=== design 1 ===
--- config.mk ---
export PLATFORM = sky130hd
export DESIGN_NAME = ethpipe_tx
export DESIGN_NICKNAME = d
export VERILOG_FILES = /design/src/rtl/ethpipe_tx_pkg.sv /design/src/rtl/ethpipe_crc32_d8.sv /design/src/rtl/ethpipe_tx.sv
export SDC_FILE = /design/constraint.sdc
export NUM_CORES = 1
export LEC_CHECK = 0
export ABC_AREA = 1
export CAP_MARGIN = 5
export CORE_AREA = 2 2 99 101
export DETAILED_ROUTE_END_ITERATION = 16
export DIE_AREA = 0 0 101 103
export PLACE_DENSITY = 0.82
export SYNTH_ARGS = -nofsm -noshare
export SYNTH_HDL_FRONTEND = slang
export SYNTH_HIERARCHICAL = 1
export SYNTH_SLANG_ARGS = --single-unit
--- constraint.sdc ---
create_clock -name gmii_tx_clk -period 2.45 [get_ports gmii_tx_clk]
set_input_delay 0.3675 -clock gmii_tx_clk [delete_from_list [all_inputs] [get_ports gmii_tx_clk]]
set_output_delay 0.3675 -clock gmii_tx_clk [all_outputs]
set_load 0.01 [all_outputs]
--- src/rtl/ethpipe_tx_pkg.sv ---
// ethpipe_tx_pkg: definitions shared by the GMII transmit engine.
//   state_t        - transmit FSM states (IDLE, PRE, DATA, FCS, IFG)
//   PREAMBLE_BYTE  - preamble octet (0x55)
//   SFD_BYTE       - start-of-frame delimiter (0xD5)
//   CRC32_POLY     - IEEE 802.3 generator, normal form
//   CRC32_RESIDUE  - good-frame residue, normal form
//   CRC32_POLY_REFL- generator in the bit order used by the LSB-first datapath
package ethpipe_tx_pkg;

  typedef enum logic [2:0] {
    ST_IDLE = 3'd0,
    ST_PRE  = 3'd1,
    ST_DATA = 3'd2,
    ST_FCS  = 3'd3,
    ST_IFG  = 3'd4
  } state_t;

  localparam logic [7:0]  PREAMBLE_BYTE = 8'h55;
  localparam logic [7:0]  SFD_BYTE      = 8'hD5;
  localparam logic [31:0] CRC32_POLY    = 32'h04C11DB7;
  localparam logic [31:0] CRC32_RESIDUE = 32'hC704DD7B;

  function automatic logic [31:0] reflect32(input logic [31:0] v);
    logic [31:0] r;
    r = '0;
    for (int i = 0; i < 32; i++) r[i] = v[31-i];
    return r;
  endfunction

  localparam logic [31:0] CRC32_POLY_REFL = reflect32(CRC32_POLY);

endpackage

--- src/rtl/ethpipe_crc32_d8.sv ---
// ethpipe_crc32_d8: one combinational CRC-32 step over a single octet.
// Bits are consumed LSB first (reflected CRC), so the register holds the
// reflected remainder; the caller owns the state register, init and final
// complement.
//   i_crc  [31:0] current remainder
//   i_data [7:0]  octet to absorb
//   o_crc  [31:0] remainder after absorbing i_data
module ethpipe_crc32_d8
  import ethpipe_tx_pkg::*;
(
  input  logic [31:0] i_crc,
  input  logic [7:0]  i_data,
  output logic [31:0] o_crc
);

  always_comb begin
    o_crc = i_crc;
    for (int b = 0; b < 8; b++)
      o_crc = (o_crc >> 1) ^ ((o_crc[0] ^ i_data[b]) ? CRC32_POLY_REFL : 32'h0);
  end

endmodule

--- src/rtl/ethpipe_tx.sv ---
// ethpipe_tx: GMII transmit engine. Sends preamble + SFD, streams a frame
// from the 16-bit TX slot RAM, optionally appends an FCS, holds the
// inter-frame gap and reports completion with a departure timestamp.
// Build option: define ETHPIPE_TX_CRC_EN to generate and append the CRC-32
// FCS; otherwise the host places the FCS inside the frame itself.
// Ports:
//   gmii_tx_clk         clock (sole)
//   sys_rst             synchronous active-high reset
//   global_counter[31:0] timestamp source
//   gmii_txd[7:0], gmii_tx_en   GMII transmit pins
//   slot_tx_eth_address[11:0]   slot RAM word address (registered)
//   slot_tx_eth_q[15:0]         slot RAM data, valid 1 cycle after address
//   tx_frame_len[11:0]          frame length in bytes (no FCS)
//   tx_start                    1-cycle start request
//   tx_busy                     accept .. end of IFG
//   tx_complete                 1-cycle pulse on the first IFG cycle
//   tx_timestamp[31:0]          global_counter during the SFD cycle
module ethpipe_tx
  import ethpipe_tx_pkg::*;
#(
  parameter logic [11:0] FRAME_BASE = 12'd2,
  parameter int          IFG_CYCLES = 12,
  parameter logic [11:0] MAX_LEN    = 12'd1518
) (
  input  logic        gmii_tx_clk,
  input  logic        sys_rst,
  input  logic [31:0] global_counter,
  output logic [7:0]  gmii_txd,
  output logic        gmii_tx_en,
  output logic [11:0] slot_tx_eth_address,
  input  logic [15:0] slot_tx_eth_q,
  input  logic [11:0] tx_frame_len,
  input  logic        tx_start,
  output logic        tx_busy,
  output logic        tx_complete,
  output logic [31:0] tx_timestamp
);

  // The IDLE cycle that launches a queued frame counts as one gap cycle,
  // so the IFG state itself lasts IFG_CYCLES-1 cycles.
  localparam logic [11:0] IFG_LAST = 12'(IFG_CYCLES - 2);

  state_t      r_state;
  logic        r_pend;
  logic        r_tx_en;
  logic        r_busy;
  logic        r_complete;
  logic [7:0]  r_txd;
  logic [11:0] r_addr;
  logic [11:0] r_cnt;   // PRE: cycle index; DATA: byte on txd; FCS: octet; IFG: cycle
  logic [11:0] r_len;
  logic [31:0] r_ts;

  logic [11:0] w_len_clip;
  logic [7:0]  w_byte;
  logic        w_last_byte;

  assign w_len_clip = (tx_frame_len > MAX_LEN) ? MAX_LEN : tx_frame_len;

  // Octet loaded into r_txd at this edge. Leaving PRE loads byte 0 (low half);
  // in DATA the next index is cnt+1, which is even exactly when cnt is odd.
  assign w_byte = (r_state == ST_PRE || r_cnt[0]) ? slot_tx_eth_q[7:0]
                                                  : slot_tx_eth_q[15:8];
  assign w_last_byte = (r_cnt + 12'd1) == r_len;

`ifdef ETHPIPE_TX_CRC_EN
  logic [31:0] r_crc;
  logic [31:0] w_crc_next;

  ethpipe_crc32_d8 u_crc (
    .i_crc  (r_crc),
    .i_data (w_byte),
    .o_crc  (w_crc_next)
  );
`endif

  always_ff @(posedge gmii_tx_clk) begin
    if (sys_rst) begin
      r_state    <= ST_IDLE;
      r_pend     <= 1'b0;
      r_tx_en    <= 1'b0;
      r_busy     <= 1'b0;
      r_complete <= 1'b0;
      r_txd      <= '0;
      r_addr     <= '0;
      r_cnt      <= '0;
      r_len      <= '0;
      r_ts       <= '0;
`ifdef ETHPIPE_TX_CRC_EN
      r_crc      <= '0;
`endif
    end else begin
      r_complete <= 1'b0;
      if (tx_start) r_pend <= 1'b1;

      case (r_state)
        ST_IDLE: begin
          // Parked on the first word so it is already on q when PRE ends.
          r_addr <= FRAME_BASE;
          r_busy <= 1'b0;
          if (r_pend || tx_start) begin
            r_pend <= 1'b0;
            r_len  <= w_len_clip;
            if (w_len_clip != 12'd0) begin
              r_state <= ST_PRE;
              r_busy  <= 1'b1;
              r_tx_en <= 1'b1;
              r_txd   <= PREAMBLE_BYTE;
              r_cnt   <= '0;
`ifdef ETHPIPE_TX_CRC_EN
              r_crc   <= '1;
`endif
            end
          end
        end

        ST_PRE: begin
          r_cnt <= r_cnt + 12'd1;
          if (r_cnt == 12'd6) begin
            r_txd <= SFD_BYTE;
          end else if (r_cnt == 12'd7) begin
            // Current cycle carries the SFD.
            r_ts    <= global_counter;
            r_txd   <= w_byte;
            r_cnt   <= '0;
            r_addr  <= r_addr + 12'd1;
            r_state <= ST_DATA;
`ifdef ETHPIPE_TX_CRC_EN
            r_crc   <= w_crc_next;
`endif
          end else begin
            r_txd <= PREAMBLE_BYTE;
          end
        end

        ST_DATA: begin
          if (w_last_byte) begin
            r_cnt <= '0;
`ifdef ETHPIPE_TX_CRC_EN
            r_txd   <= ~r_crc[7:0];
            r_crc   <= r_crc >> 8;
            r_state <= ST_FCS;
`else
            r_tx_en    <= 1'b0;
            r_txd      <= '0;
            r_complete <= 1'b1;
            r_state    <= ST_IFG;
`endif
          end else begin
            r_txd <= w_byte;
            r_cnt <= r_cnt + 12'd1;
            // Word changes after each odd byte: prefetch one cycle ahead.
            if (r_cnt[0]) r_addr <= r_addr + 12'd1;
`ifdef ETHPIPE_TX_CRC_EN
            r_crc <= w_crc_next;
`endif
          end
        end

`ifdef ETHPIPE_TX_CRC_EN
        ST_FCS: begin
          if (r_cnt == 12'd3) begin
            r_tx_en    <= 1'b0;
            r_txd      <= '0;
            r_complete <= 1'b1;
            r_cnt      <= '0;
            r_state    <= ST_IFG;
          end else begin
            r_txd <= ~r_crc[7:0];
            r_crc <= r_crc >> 8;
            r_cnt <= r_cnt + 12'd1;
          end
        end
`endif

        ST_IFG: begin
          if (r_cnt == IFG_LAST) begin
            r_state <= ST_IDLE;
            // Stay busy across the launch cycle when another frame is queued.
            r_busy  <= r_pend | tx_start;
          end else begin
            r_cnt <= r_cnt + 12'd1;
          end
        end

        default: r_state <= ST_IDLE;
      endcase
    end
  end

  assign gmii_txd            = r_txd;
  assign gmii_tx_en          = r_tx_en;
  assign slot_tx_eth_address = r_addr;
  assign tx_busy             = r_busy;
  assign tx_complete         = r_complete;
  assign tx_timestamp        = r_ts;

endmodule
==> results.py <==
# Auto-generated metrics
metrics = {
    "status": {
        "status": "finished clean",
    },
    "cells_and_area": {
        "logic_area_um2": 2260,
        "nMultiInputCombCells": 438,
    },
    "synth": {
        "synthFlopType": "dfxtp_1",
        "floorplan.nets": 730,
        "adder_share": 0.00839,
        "top_cells_by_area": "dfxtp_1 (37%), nand2_1 (12%), inv_1 (10%), nor2_1 (6.6%), a211oi_1 (5.5%)",
        "mux_share": 0.0187,
    },
    "critical_path": {
        "criticalPathCategory": "flop to flop",
        "cp_cell_sequence": "buf_4 -> nand3_1 -> xor2_1 -> xnor2_1 -> nand3_1 -> nor2_2 -> nand2_2 -> nand2_4 -> nand2_1 -> nand2_1 -> nand2_1 -> nand2_1 -> inv_1",
    },
    "route": {
        "top_layer": "met4",
        "avgRoutedWirePerCell_um": 13.2,
    },
    "power_and_ir_drop": {
        "leakage_nw": 2.55,
    },
    "place": {
        "place_area_um2": 5790,
    },
    "floorplanning": {
        "row_count": 36,
        "ioPinCount": 118,
    },
    "sta": {
        "setup_tns_ns": 0,
    },
}
## final timing paths
| check | startpoint | endpoint | slack [ns] | depth (start not counted) |
|---|---|---|---|---|
| max | r_cnt[0]$_SDFFE_PP0P_ | gmii_txd[5]$_SDFFE_PP0P_ | 0.20 | 13 |
| min | sys_rst | r_len[0]$_SDFFE_PP0P_ | 0.44 | 2 |
| max reg2reg | r_cnt[0]$_SDFFE_PP0P_ | gmii_txd[5]$_SDFFE_PP0P_ | 0.20 | 13 |
| min reg2reg | tx_timestamp[27]$_SDFFE_PP0P_ | tx_timestamp[27]$_SDFFE_PP0P_ | 0.46 | 2 |
## cell usage after synthesis, types with 3 or more instances
master    number
dfxtp_1       83
a21oi_1       31
nand2_2       14
a211oi_1      33
clkbuf_1      11
buf_1          5
mux2i_1        5
or2_1          4
nand3_1       39
nand3b_1       5
nor2_2         6
nor2_4         3
nand4_1       23
o221ai_1       5
buf_2          3
nor3_1         9
mux2_2         3
inv_1        119
ha_1           3
o21ai_0       15
nand2_1      144
nor2_1        79
or2_2          3
a21oi_2        3
## where the power goes
part	switching, mW	internal (mW)	leakage (nW)
combinational	0.338	0.305	1.76
sequential	0.0575	1.41	0.676
clock	0.484	0.677	0.114
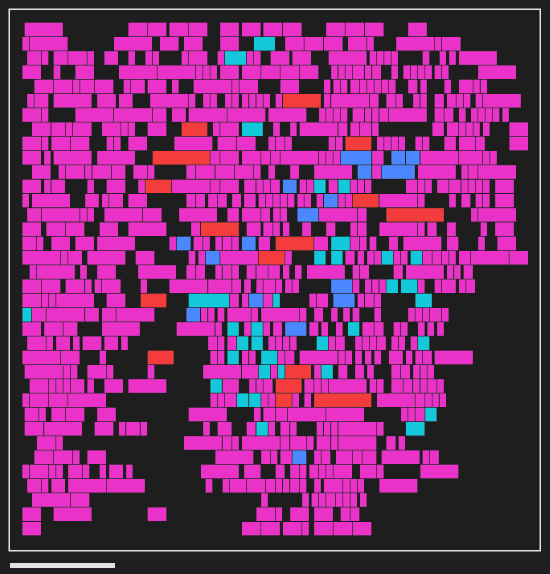
Fig. 1. Sizing map (design 1).
Scale bar: 20 um.
blue -> drive 3 to 4  # cells 17
cyan -> drive 2  # cells 34
magenta -> drive 1 or less  # cells 720
red -> drive 6 and up  # cells 16
Layout area overhead: 34.8%
setup ws final: 0.197 ns
Non-CTS buffers: 130


=== design 2 ===
Fig. 2: design 2, signal wires on met2
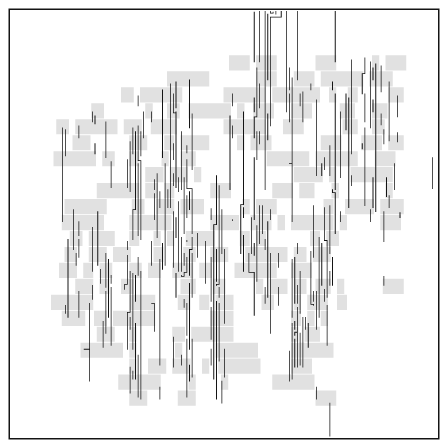
Fig. 3: design 2, routed metal, one colour a layer
Two of the layers only.
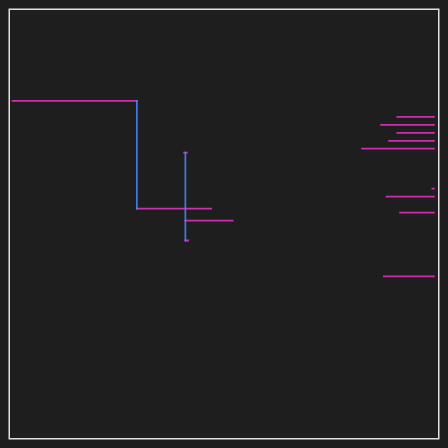
--- src/rtl/keypad_emulator_pkg.sv ---
// Shared definitions for the keypad emulator: FSM states, key_code field
// positions and phase-counter width.
package keypad_emulator_pkg;

    localparam int unsigned CNT_W   = 16;
    localparam int unsigned ROW_MSB = 3;
    localparam int unsigned ROW_LSB = 2;
    localparam int unsigned COL_MSB = 1;
    localparam int unsigned COL_LSB = 0;

    typedef enum logic [2:0] {
        ST_IDLE    = 3'd0,
        ST_PBOUNCE = 3'd1,
        ST_HOLD    = 3'd2,
        ST_RBOUNCE = 3'd3,
        ST_GAP     = 3'd4
    } kp_state_e;

    // Contact level for a given state and counter parity.
    function automatic logic contact_for(kp_state_e st, logic cnt_lsb);
        logic closed;
        closed = 1'b0;
        case (st)
            ST_PBOUNCE: closed = ~cnt_lsb;
            ST_HOLD:    closed = 1'b1;
            ST_RBOUNCE: closed = cnt_lsb;
            default:    closed = 1'b0;
        endcase
        return closed;
    endfunction

endpackage

--- src/rtl/keypad_emulator.sv ---
// Emulates one key of a 4x4 matrix keypad, including press/release chatter,
// answering the scanner's active-low column drive on the matching row line.
module keypad_emulator
    import keypad_emulator_pkg::*;
#(
    parameter int unsigned HOLD_CYCLES   = 1000,
    parameter int unsigned BOUNCE_CYCLES = 8,
    parameter int unsigned GAP_CYCLES    = 100
) (
    input  logic       CLK,
    input  logic       RST,
    input  logic [3:0] key_code,
    input  logic       key_valid,
    output logic       key_ready,
    input  logic       cancel,
    input  logic       C3,
    input  logic       C2,
    input  logic       C1,
    input  logic       C0,
    output logic       R3,
    output logic       R2,
    output logic       R1,
    output logic       R0,
    output logic       busy,
    output logic       done
);

    localparam logic [CNT_W-1:0] HOLD_LAST   = CNT_W'(HOLD_CYCLES - 1);
    localparam logic [CNT_W-1:0] BOUNCE_LAST = CNT_W'(BOUNCE_CYCLES - 1);
    localparam logic [CNT_W-1:0] GAP_LAST    = CNT_W'(GAP_CYCLES - 1);
    localparam bit               NO_BOUNCE   = (BOUNCE_CYCLES == 0);

    kp_state_e        state_q, state_d;
    logic [CNT_W-1:0] cnt_q, cnt_d;
    logic [3:0]       code_q, code_d;
    logic             contact_q, contact_d;
    logic             done_q, done_d;

    always_comb begin
        state_d = state_q;
        cnt_d   = cnt_q + 1'b1;
        code_d  = code_q;
        done_d  = 1'b0;
        case (state_q)
            ST_IDLE: begin
                cnt_d = '0;
                // Accept wins over a simultaneous cancel.
                if (key_valid) begin
                    code_d  = key_code;
                    state_d = NO_BOUNCE ? ST_HOLD : ST_PBOUNCE;
                end
            end
            ST_PBOUNCE: begin
                if (cancel) begin
                    state_d = ST_GAP;
                    cnt_d   = '0;
                end else if (cnt_q == BOUNCE_LAST) begin
                    state_d = ST_HOLD;
                    cnt_d   = '0;
                end
            end
            ST_HOLD: begin
                if (cancel || cnt_q == HOLD_LAST) begin
                    state_d = (cancel || NO_BOUNCE) ? ST_GAP : ST_RBOUNCE;
                    cnt_d   = '0;
                end
            end
            ST_RBOUNCE: begin
                if (cancel || cnt_q == BOUNCE_LAST) begin
                    state_d = ST_GAP;
                    cnt_d   = '0;
                end
            end
            ST_GAP: begin
                if (cnt_q == GAP_LAST) begin
                    state_d = ST_IDLE;
                    cnt_d   = '0;
                    done_d  = 1'b1;
                end
            end
            default: begin
                state_d = ST_IDLE;
                cnt_d   = '0;
            end
        endcase
        // Contact is registered from the next state so it lines up with the
        // counter value held in that same cycle.
        contact_d = contact_for(state_d, cnt_d[0]);
    end

    always_ff @(posedge CLK) begin
        if (RST) begin
            state_q   <= ST_IDLE;
            cnt_q     <= '0;
            code_q    <= '0;
            contact_q <= 1'b0;
            done_q    <= 1'b0;
        end else begin
            state_q   <= state_d;
            cnt_q     <= cnt_d;
            code_q    <= code_d;
            contact_q <= contact_d;
            done_q    <= done_d;
        end
    end

    logic [3:0]                 col_n;
    logic [3:0]                 rows_n;
    logic [ROW_MSB-ROW_LSB:0]   row_sel;
    logic [COL_MSB-COL_LSB:0]   col_sel;

    assign col_n   = {C3, C2, C1, C0};
    assign row_sel = code_q[ROW_MSB:ROW_LSB];
    assign col_sel = code_q[COL_MSB:COL_LSB];

    always_comb begin
        rows_n = '1;
        if (contact_q && !col_n[col_sel]) begin
            rows_n[row_sel] = 1'b0;
        end
    end

    assign {R3, R2, R1, R0} = rows_n;
    assign key_ready        = (state_q == ST_IDLE) && !RST;
    assign busy             = (state_q != ST_IDLE);
    assign done             = done_q;

endmodule
--- config.mk ---
export PLATFORM = sky130hd
export DESIGN_NAME = keypad_emulator
export DESIGN_NICKNAME = d
export VERILOG_FILES = /design/src/rtl/keypad_emulator_pkg.sv /design/src/rtl/keypad_emulator.sv
export SDC_FILE = /design/constraint.sdc
export NUM_CORES = 1
export LEC_CHECK = 0
export CAP_MARGIN = 20
export CELL_PAD_IN_SITES_DETAIL_PLACEMENT = 1
export CELL_PAD_IN_SITES_GLOBAL_PLACEMENT = 2
export CORE_MARGIN = 5
export CORE_UTILIZATION = 33
export CTS_CLUSTER_SIZE = 24
export DETAILED_ROUTE_END_ITERATION = 6
export PLACE_DENSITY = 0.8
export SYNTH_ARGS = -nofsm -noshare
export SYNTH_HDL_FRONTEND = slang
export SYNTH_SLANG_ARGS = --single-unit
export TNS_END_PERCENT = 100
--- constraint.sdc ---
create_clock -name CLK -period 2.5 [get_ports CLK]
set_input_delay 0.5 -clock CLK [delete_from_list [all_inputs] [get_ports CLK]]
set_output_delay 0.5 -clock CLK [all_outputs]
set_load 0.05 [all_outputs]
==> results.py <==
# Auto-generated metrics
metrics = {
    "status": {
        "status": "finished clean",
    },
    "critical_path": {
        "cp_max_fo": 2,
        "path_delay_family": "buffers and inverters",
    },
    "power_and_ir_drop": {
        "p_switching_mw": 0.198,
        "leakage_nw": 0.553,
        "p_int_mw": 0.573,
    },
    "synth": {
        "edf_count": 0,
        "floorplan.nets": 154,
        "adder_share": 0.00957,
    },
    "flow_run": {
        "max-cap-violations": 0,
    },
    "floorplanning": {
        "coreArea_um2": 3740,
        "fp_util": 0.349,
        "die_y_um": 72.9,
    },
    "clock_tree": {
        "cts_buffers": 3,
    },
    "cells_and_area": {
        "nNetsFinal": 175,
        "largest_reg_flops": 16,
    },
}
Notes on Fig. 2 above:
share of all routed wire = 51%
wire length on this layer = 1480 um
main direction = vertical
nets with wire on the layer = 156
Detailed Route WL: 2900 um
DR vias: 1057

Notes on Fig. 3 above:
magenta -> met3  # wire length 106 um
blue -> met4  # wire length 33.3 um

## cell type report
type                            count  share of cell area
Multi-Input combinational cell    107               0.480
Sequential cell                    25               0.313
Timing Repair Buffer               21               0.129
Tap cell                           48              0.0376
Clock buffer                        3              0.0258
Inverter                            4             0.00940
Clock inverter                      1             0.00470
## cell families (layout without fill, tap and decap cells)
kind of cell	count (synthesis)	count (layout)
simple gates	76	76
compound gates	8	8
mux	8	8
flops	25	25
buf+inv	9	29
xor+xnor	14	14
fa+ha+maj	1	1
## power by group through the flow
stage / Combinational [mW] / Sequential (mW) / Clock (mW)
2_1_floorplan: 0.0680 / 0.422 / 0
3_3_place_gp: 0.102 / 0.426 / 0
3_5_place_dp: 0.105 / 0.426 / 0
4_1_cts: 0.107 / 0.417 / 0.259
5_1_grt: 0.117 / 0.419 / 0.271
6_report: 0.108 / 0.417 / 0.246
## per-layer routing
| metal | track usage | up-vias | routed length (um) |
|---|---|---|---|
| li1 | - | 530 | - |
| met1 | 0.153 | 509 | 1280 |
| met2 | 0.207 | 13 | 1480 |
| met3 | 0.0220 | 5 | 106 |
| met4 | 0.0369 | 0 | 33 |
| met5 | 0 | - | 0 |

=== design 3 ===
File: config.mk
export PLATFORM = sky130hd
export DESIGN_NAME = seg7_scanner
export DESIGN_NICKNAME = d
export VERILOG_FILES = /design/src/rtl/seg7_pkg.sv /design/src/rtl/bcd_to_seg7.sv /design/src/rtl/seg7_scanner.sv
export SDC_FILE = /design/constraint.sdc
export NUM_CORES = 1
export LEC_CHECK = 0
export CAP_MARGIN = 20
export CORE_ASPECT_RATIO = 0.9
export CORE_MARGIN = 8
export CORE_UTILIZATION = 30
export DETAILED_ROUTE_END_ITERATION = 16
export GPL_ROUTABILITY_DRIVEN = 0
export PLACE_DENSITY = 0.6
export SLEW_MARGIN = 0
export SYNTH_ARGS = -nofsm -noshare
export SYNTH_HDL_FRONTEND = slang
export SYNTH_SLANG_ARGS = --single-unit
File: constraint.sdc
create_clock -name clk -period 4 [get_ports clk]
set_input_delay 0.6 -clock clk [delete_from_list [all_inputs] [get_ports clk]]
set_output_delay 0.6 -clock clk [all_outputs]
set_load 0.005 [all_outputs]
File: src/rtl/seg7_pkg.sv
// Shared constants and types for the Basys3 seven-segment scanner.
// Segment patterns are {g,f,e,d,c,b,a}, active-low.
package seg7_pkg;

   localparam logic [6:0] SEG_BLANK = 7'b1111111;
   localparam logic [6:0] SEG_DASH  = 7'b0111111;

   localparam logic [6:0] SEG_DIGITS [10] = '{
      7'b1000000,  // 0
      7'b1111001,  // 1
      7'b0100100,  // 2
      7'b0110000,  // 3
      7'b0011001,  // 4
      7'b0010010,  // 5
      7'b0000010,  // 6
      7'b1111000,  // 7
      7'b0000000,  // 8
      7'b0010000   // 9
   };

   typedef enum logic [1:0] {
      S0 = 2'd0,
      S1 = 2'd1,
      S2 = 2'd2,
      S3 = 2'd3
   } slot_t;

   typedef struct packed {
      logic [3:0][3:0] digits;
      logic            dp_en;
      logic            blank_lz;
   } snap_t;

endpackage

File: src/rtl/bcd_to_seg7.sv
// Combinational BCD to active-low seven-segment decoder; 10-15 show a dash.
module bcd_to_seg7
   import seg7_pkg::*;
(
   input  logic [3:0] i_bcd,
   output logic [6:0] o_seg
);

   always_comb begin
      o_seg = SEG_DASH;
      if (i_bcd < 4'd10) begin
         o_seg = SEG_DIGITS[i_bcd];
      end
   end

endmodule

File: src/rtl/seg7_scanner.sv
// Four-digit common-anode display scanner with per-frame digit snapshot,
// anti-ghosting blank window and leading-zero blanking of the minutes.
module seg7_scanner
   import seg7_pkg::*;
#(
   parameter int REFRESH_CYCLES = 100_000,
   parameter int BLANK_CYCLES   = 2_000
) (
   input  logic       clk,
   input  logic       reset,
   input  logic [3:0] digit0,
   input  logic [3:0] digit1,
   input  logic [3:0] digit2,
   input  logic [3:0] digit3,
   input  logic       dp_en,
   input  logic       blank_lz,
   output logic [6:0] seg,
   output logic       dp,
   output logic [3:0] an
);

   localparam int               DIV_W      = (REFRESH_CYCLES > 1) ? $clog2(REFRESH_CYCLES) : 1;
   localparam logic [DIV_W-1:0] DIV_LAST   = DIV_W'(REFRESH_CYCLES - 1);
   localparam logic [DIV_W-1:0] DIV_ACTIVE = DIV_W'(BLANK_CYCLES);

   logic [DIV_W-1:0] r_div, w_div_next;
   slot_t            r_slot, w_slot_next;
   snap_t            r_snap, w_snap_next;
   logic [3:0]       r_an, w_an_next;
   logic [6:0]       r_seg, w_seg_next;
   logic             r_dp, w_dp_next;

   logic [3:0]       w_an_active;
   logic [3:0]       w_digit;
   logic [6:0]       w_seg_dec;
   logic             w_lz_blank;

   generate
      for (genvar gi = 0; gi < 4; gi++) begin : g_an
         assign w_an_active[gi] = (r_slot != 2'(gi));
      end
   endgenerate

   assign w_digit = r_snap.digits[r_slot];

   bcd_to_seg7 u_dec (
      .i_bcd (w_digit),
      .o_seg (w_seg_dec)
   );

   // digit2 only blanks when digit3 is also zero, so both share the digit3 test.
   assign w_lz_blank = r_snap.blank_lz && (r_snap.digits[3] == 4'd0) &&
                       ((r_slot == S3) || ((r_slot == S2) && (r_snap.digits[2] == 4'd0)));

   always_comb begin
      w_div_next  = r_div + 1'b1;
      w_slot_next = r_slot;
      w_snap_next = r_snap;
      w_an_next   = 4'b1111;
      w_seg_next  = SEG_BLANK;
      w_dp_next   = 1'b1;

      if (r_div == DIV_LAST) begin
         w_div_next  = '0;
         w_slot_next = slot_t'(r_slot + 2'd1);
      end

      if ((r_div == '0) && (r_slot == S0)) begin
         w_snap_next.digits   = {digit3, digit2, digit1, digit0};
         w_snap_next.dp_en    = dp_en;
         w_snap_next.blank_lz = blank_lz;
      end

      if (r_div >= DIV_ACTIVE) begin
         w_an_next  = w_an_active;
         w_seg_next = w_lz_blank ? SEG_BLANK : w_seg_dec;
         w_dp_next  = !((r_slot == S2) && r_snap.dp_en);
      end
   end

   always_ff @(posedge clk or posedge reset) begin
      if (reset) begin
         r_div  <= '0;
         r_slot <= S0;
         r_snap <= '0;
         r_an   <= 4'b1111;
         r_seg  <= SEG_BLANK;
         r_dp   <= 1'b1;
      end else begin
         r_div  <= w_div_next;
         r_slot <= w_slot_next;
         r_snap <= w_snap_next;
         r_an   <= w_an_next;
         r_seg  <= w_seg_next;
         r_dp   <= w_dp_next;
      end
   end

   assign an  = r_an;
   assign seg = r_seg;
   assign dp  = r_dp;

endmodule

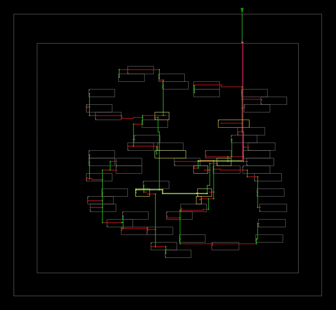
Fig. 4. Clock routing (design 3).
clk latency of the worst-skew pair: 0.30 ns
clock buffers: 5
Seq cells: 49
CTS Buf Count: 5

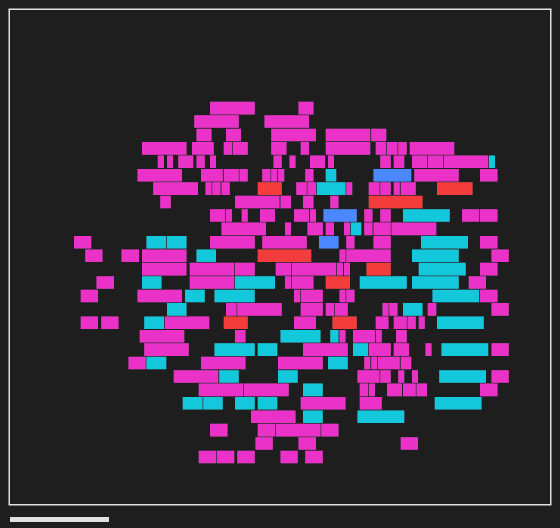
Fig. 5. Sizing map (design 3).
Scale bar: 20 um.
red -> drive 6 and up  # cells 8
cyan -> drive 2  # cells 41
blue -> drive 3 to 4  # cells 3
magenta -> drive 1 or less  # cells 175

-- critical path, cell delays in order (launching register included) --
cell     delay [ns]
dfrtp_1        0.50
inv_1          0.16
ha_1           0.19
nor4b_1        0.25
nand3_1        0.16
nor2_4         0.44
mux2_2         0.39
-- layout make-up --
class,instances,area (um2)
well taps,96,120
flip-flops and latches,49,1240
clock buffers,5,68.8
inverters,9,33.8
repair buffers,32,330
clock inverters,3,65.1
fillers,741,4660
multi-input cells,129,1060
-- flip-flops by register name, indices dropped and copies added (netlist names) --
| register | flops |
|---|---|
| an | 4 |
| dp | 1 |
| r_div | 17 |
| r_slot | 2 |
| r_snap | 18 |
| seg | 7 |
-- routing by layer --
layer | vias to the layer above | global-route usage
li1 | 731 | -
met1 | 735 | 0.117
met2 | 28 | 0.118
met3 | 2 | 0.0275
met4 | 0 | 0.0342
met5 | - | 0
-- through the flow --
| step | cells | worst slack (ns) |
|---|---|---|
| 2_1_floorplan | 191 | 2.07 |
| 3_3_place_gp | 314 | 1.87 |
| 3_5_place_dp | 314 | 1.83 |
| 4_1_cts | 322 | 1.80 |
| 5_1_grt | 323 | 1.56 |
| 6_report | 323 | 1.79 |
==> results.py <==
# Auto-generated metrics
metrics = {
    "route": {
        "wl_met1_um": 2080,
        "routed_wl_um": 4270,
        "via_count": 1496,
        "drtAntennaViolNets": 0,
        "top_layer": "met4",
    },
    "synth": {
        "top_area_cell": "dfrtp_1",
        "yosysChipArea_um2": 2360,
        "simple_gate_share": 0.155,
        "ys_sh_aoi": 0.0424,
        "top_cells_by_area": "dfrtp_1 (39%), dfstp_2 (13%), mux2_2 (9.1%), ha_1 (5.8%), xnor2_1 (4.1%)",
        "ys_cells": 191,
        "ys.warnings.count": 0,
    },
    "global_route": {
        "grt_pass1_vias": 1530,
    },
    "power_and_ir_drop": {
        "vdd_drop_max_mv": 0.154,
    },
    "clock_tree": {
        "h-tree-depth": 2,
    },
    "sta": {
        "final-setup-viol-count": 0,
        "finalCritPeriodShare": 0.552,
        "final.min_clock_period_ns": 2.21,
        "max_slew_margin": 0.656,
    },
    "cells_and_area": {
        "n_antenna_cell": 0,
        "post-route-cell-area_um2": 2920,
        "nNetsFinal": 257,
        "finalCoreUtilization": 0.385,
    },
    "floorplanning": {
        "row_count": 30,
        "fp_util": 0.311,
        "die_y_um": 100,
    },
    "place": {
        "dp_hpwl_um": 3220,
    },
    "critical_path": {
        "worst_ep_arrival_time_ns": 2.39,
    },
    "status": {
        "status": "finished clean",
    },
}

Power is estimated from default activity; no workload was simulated.
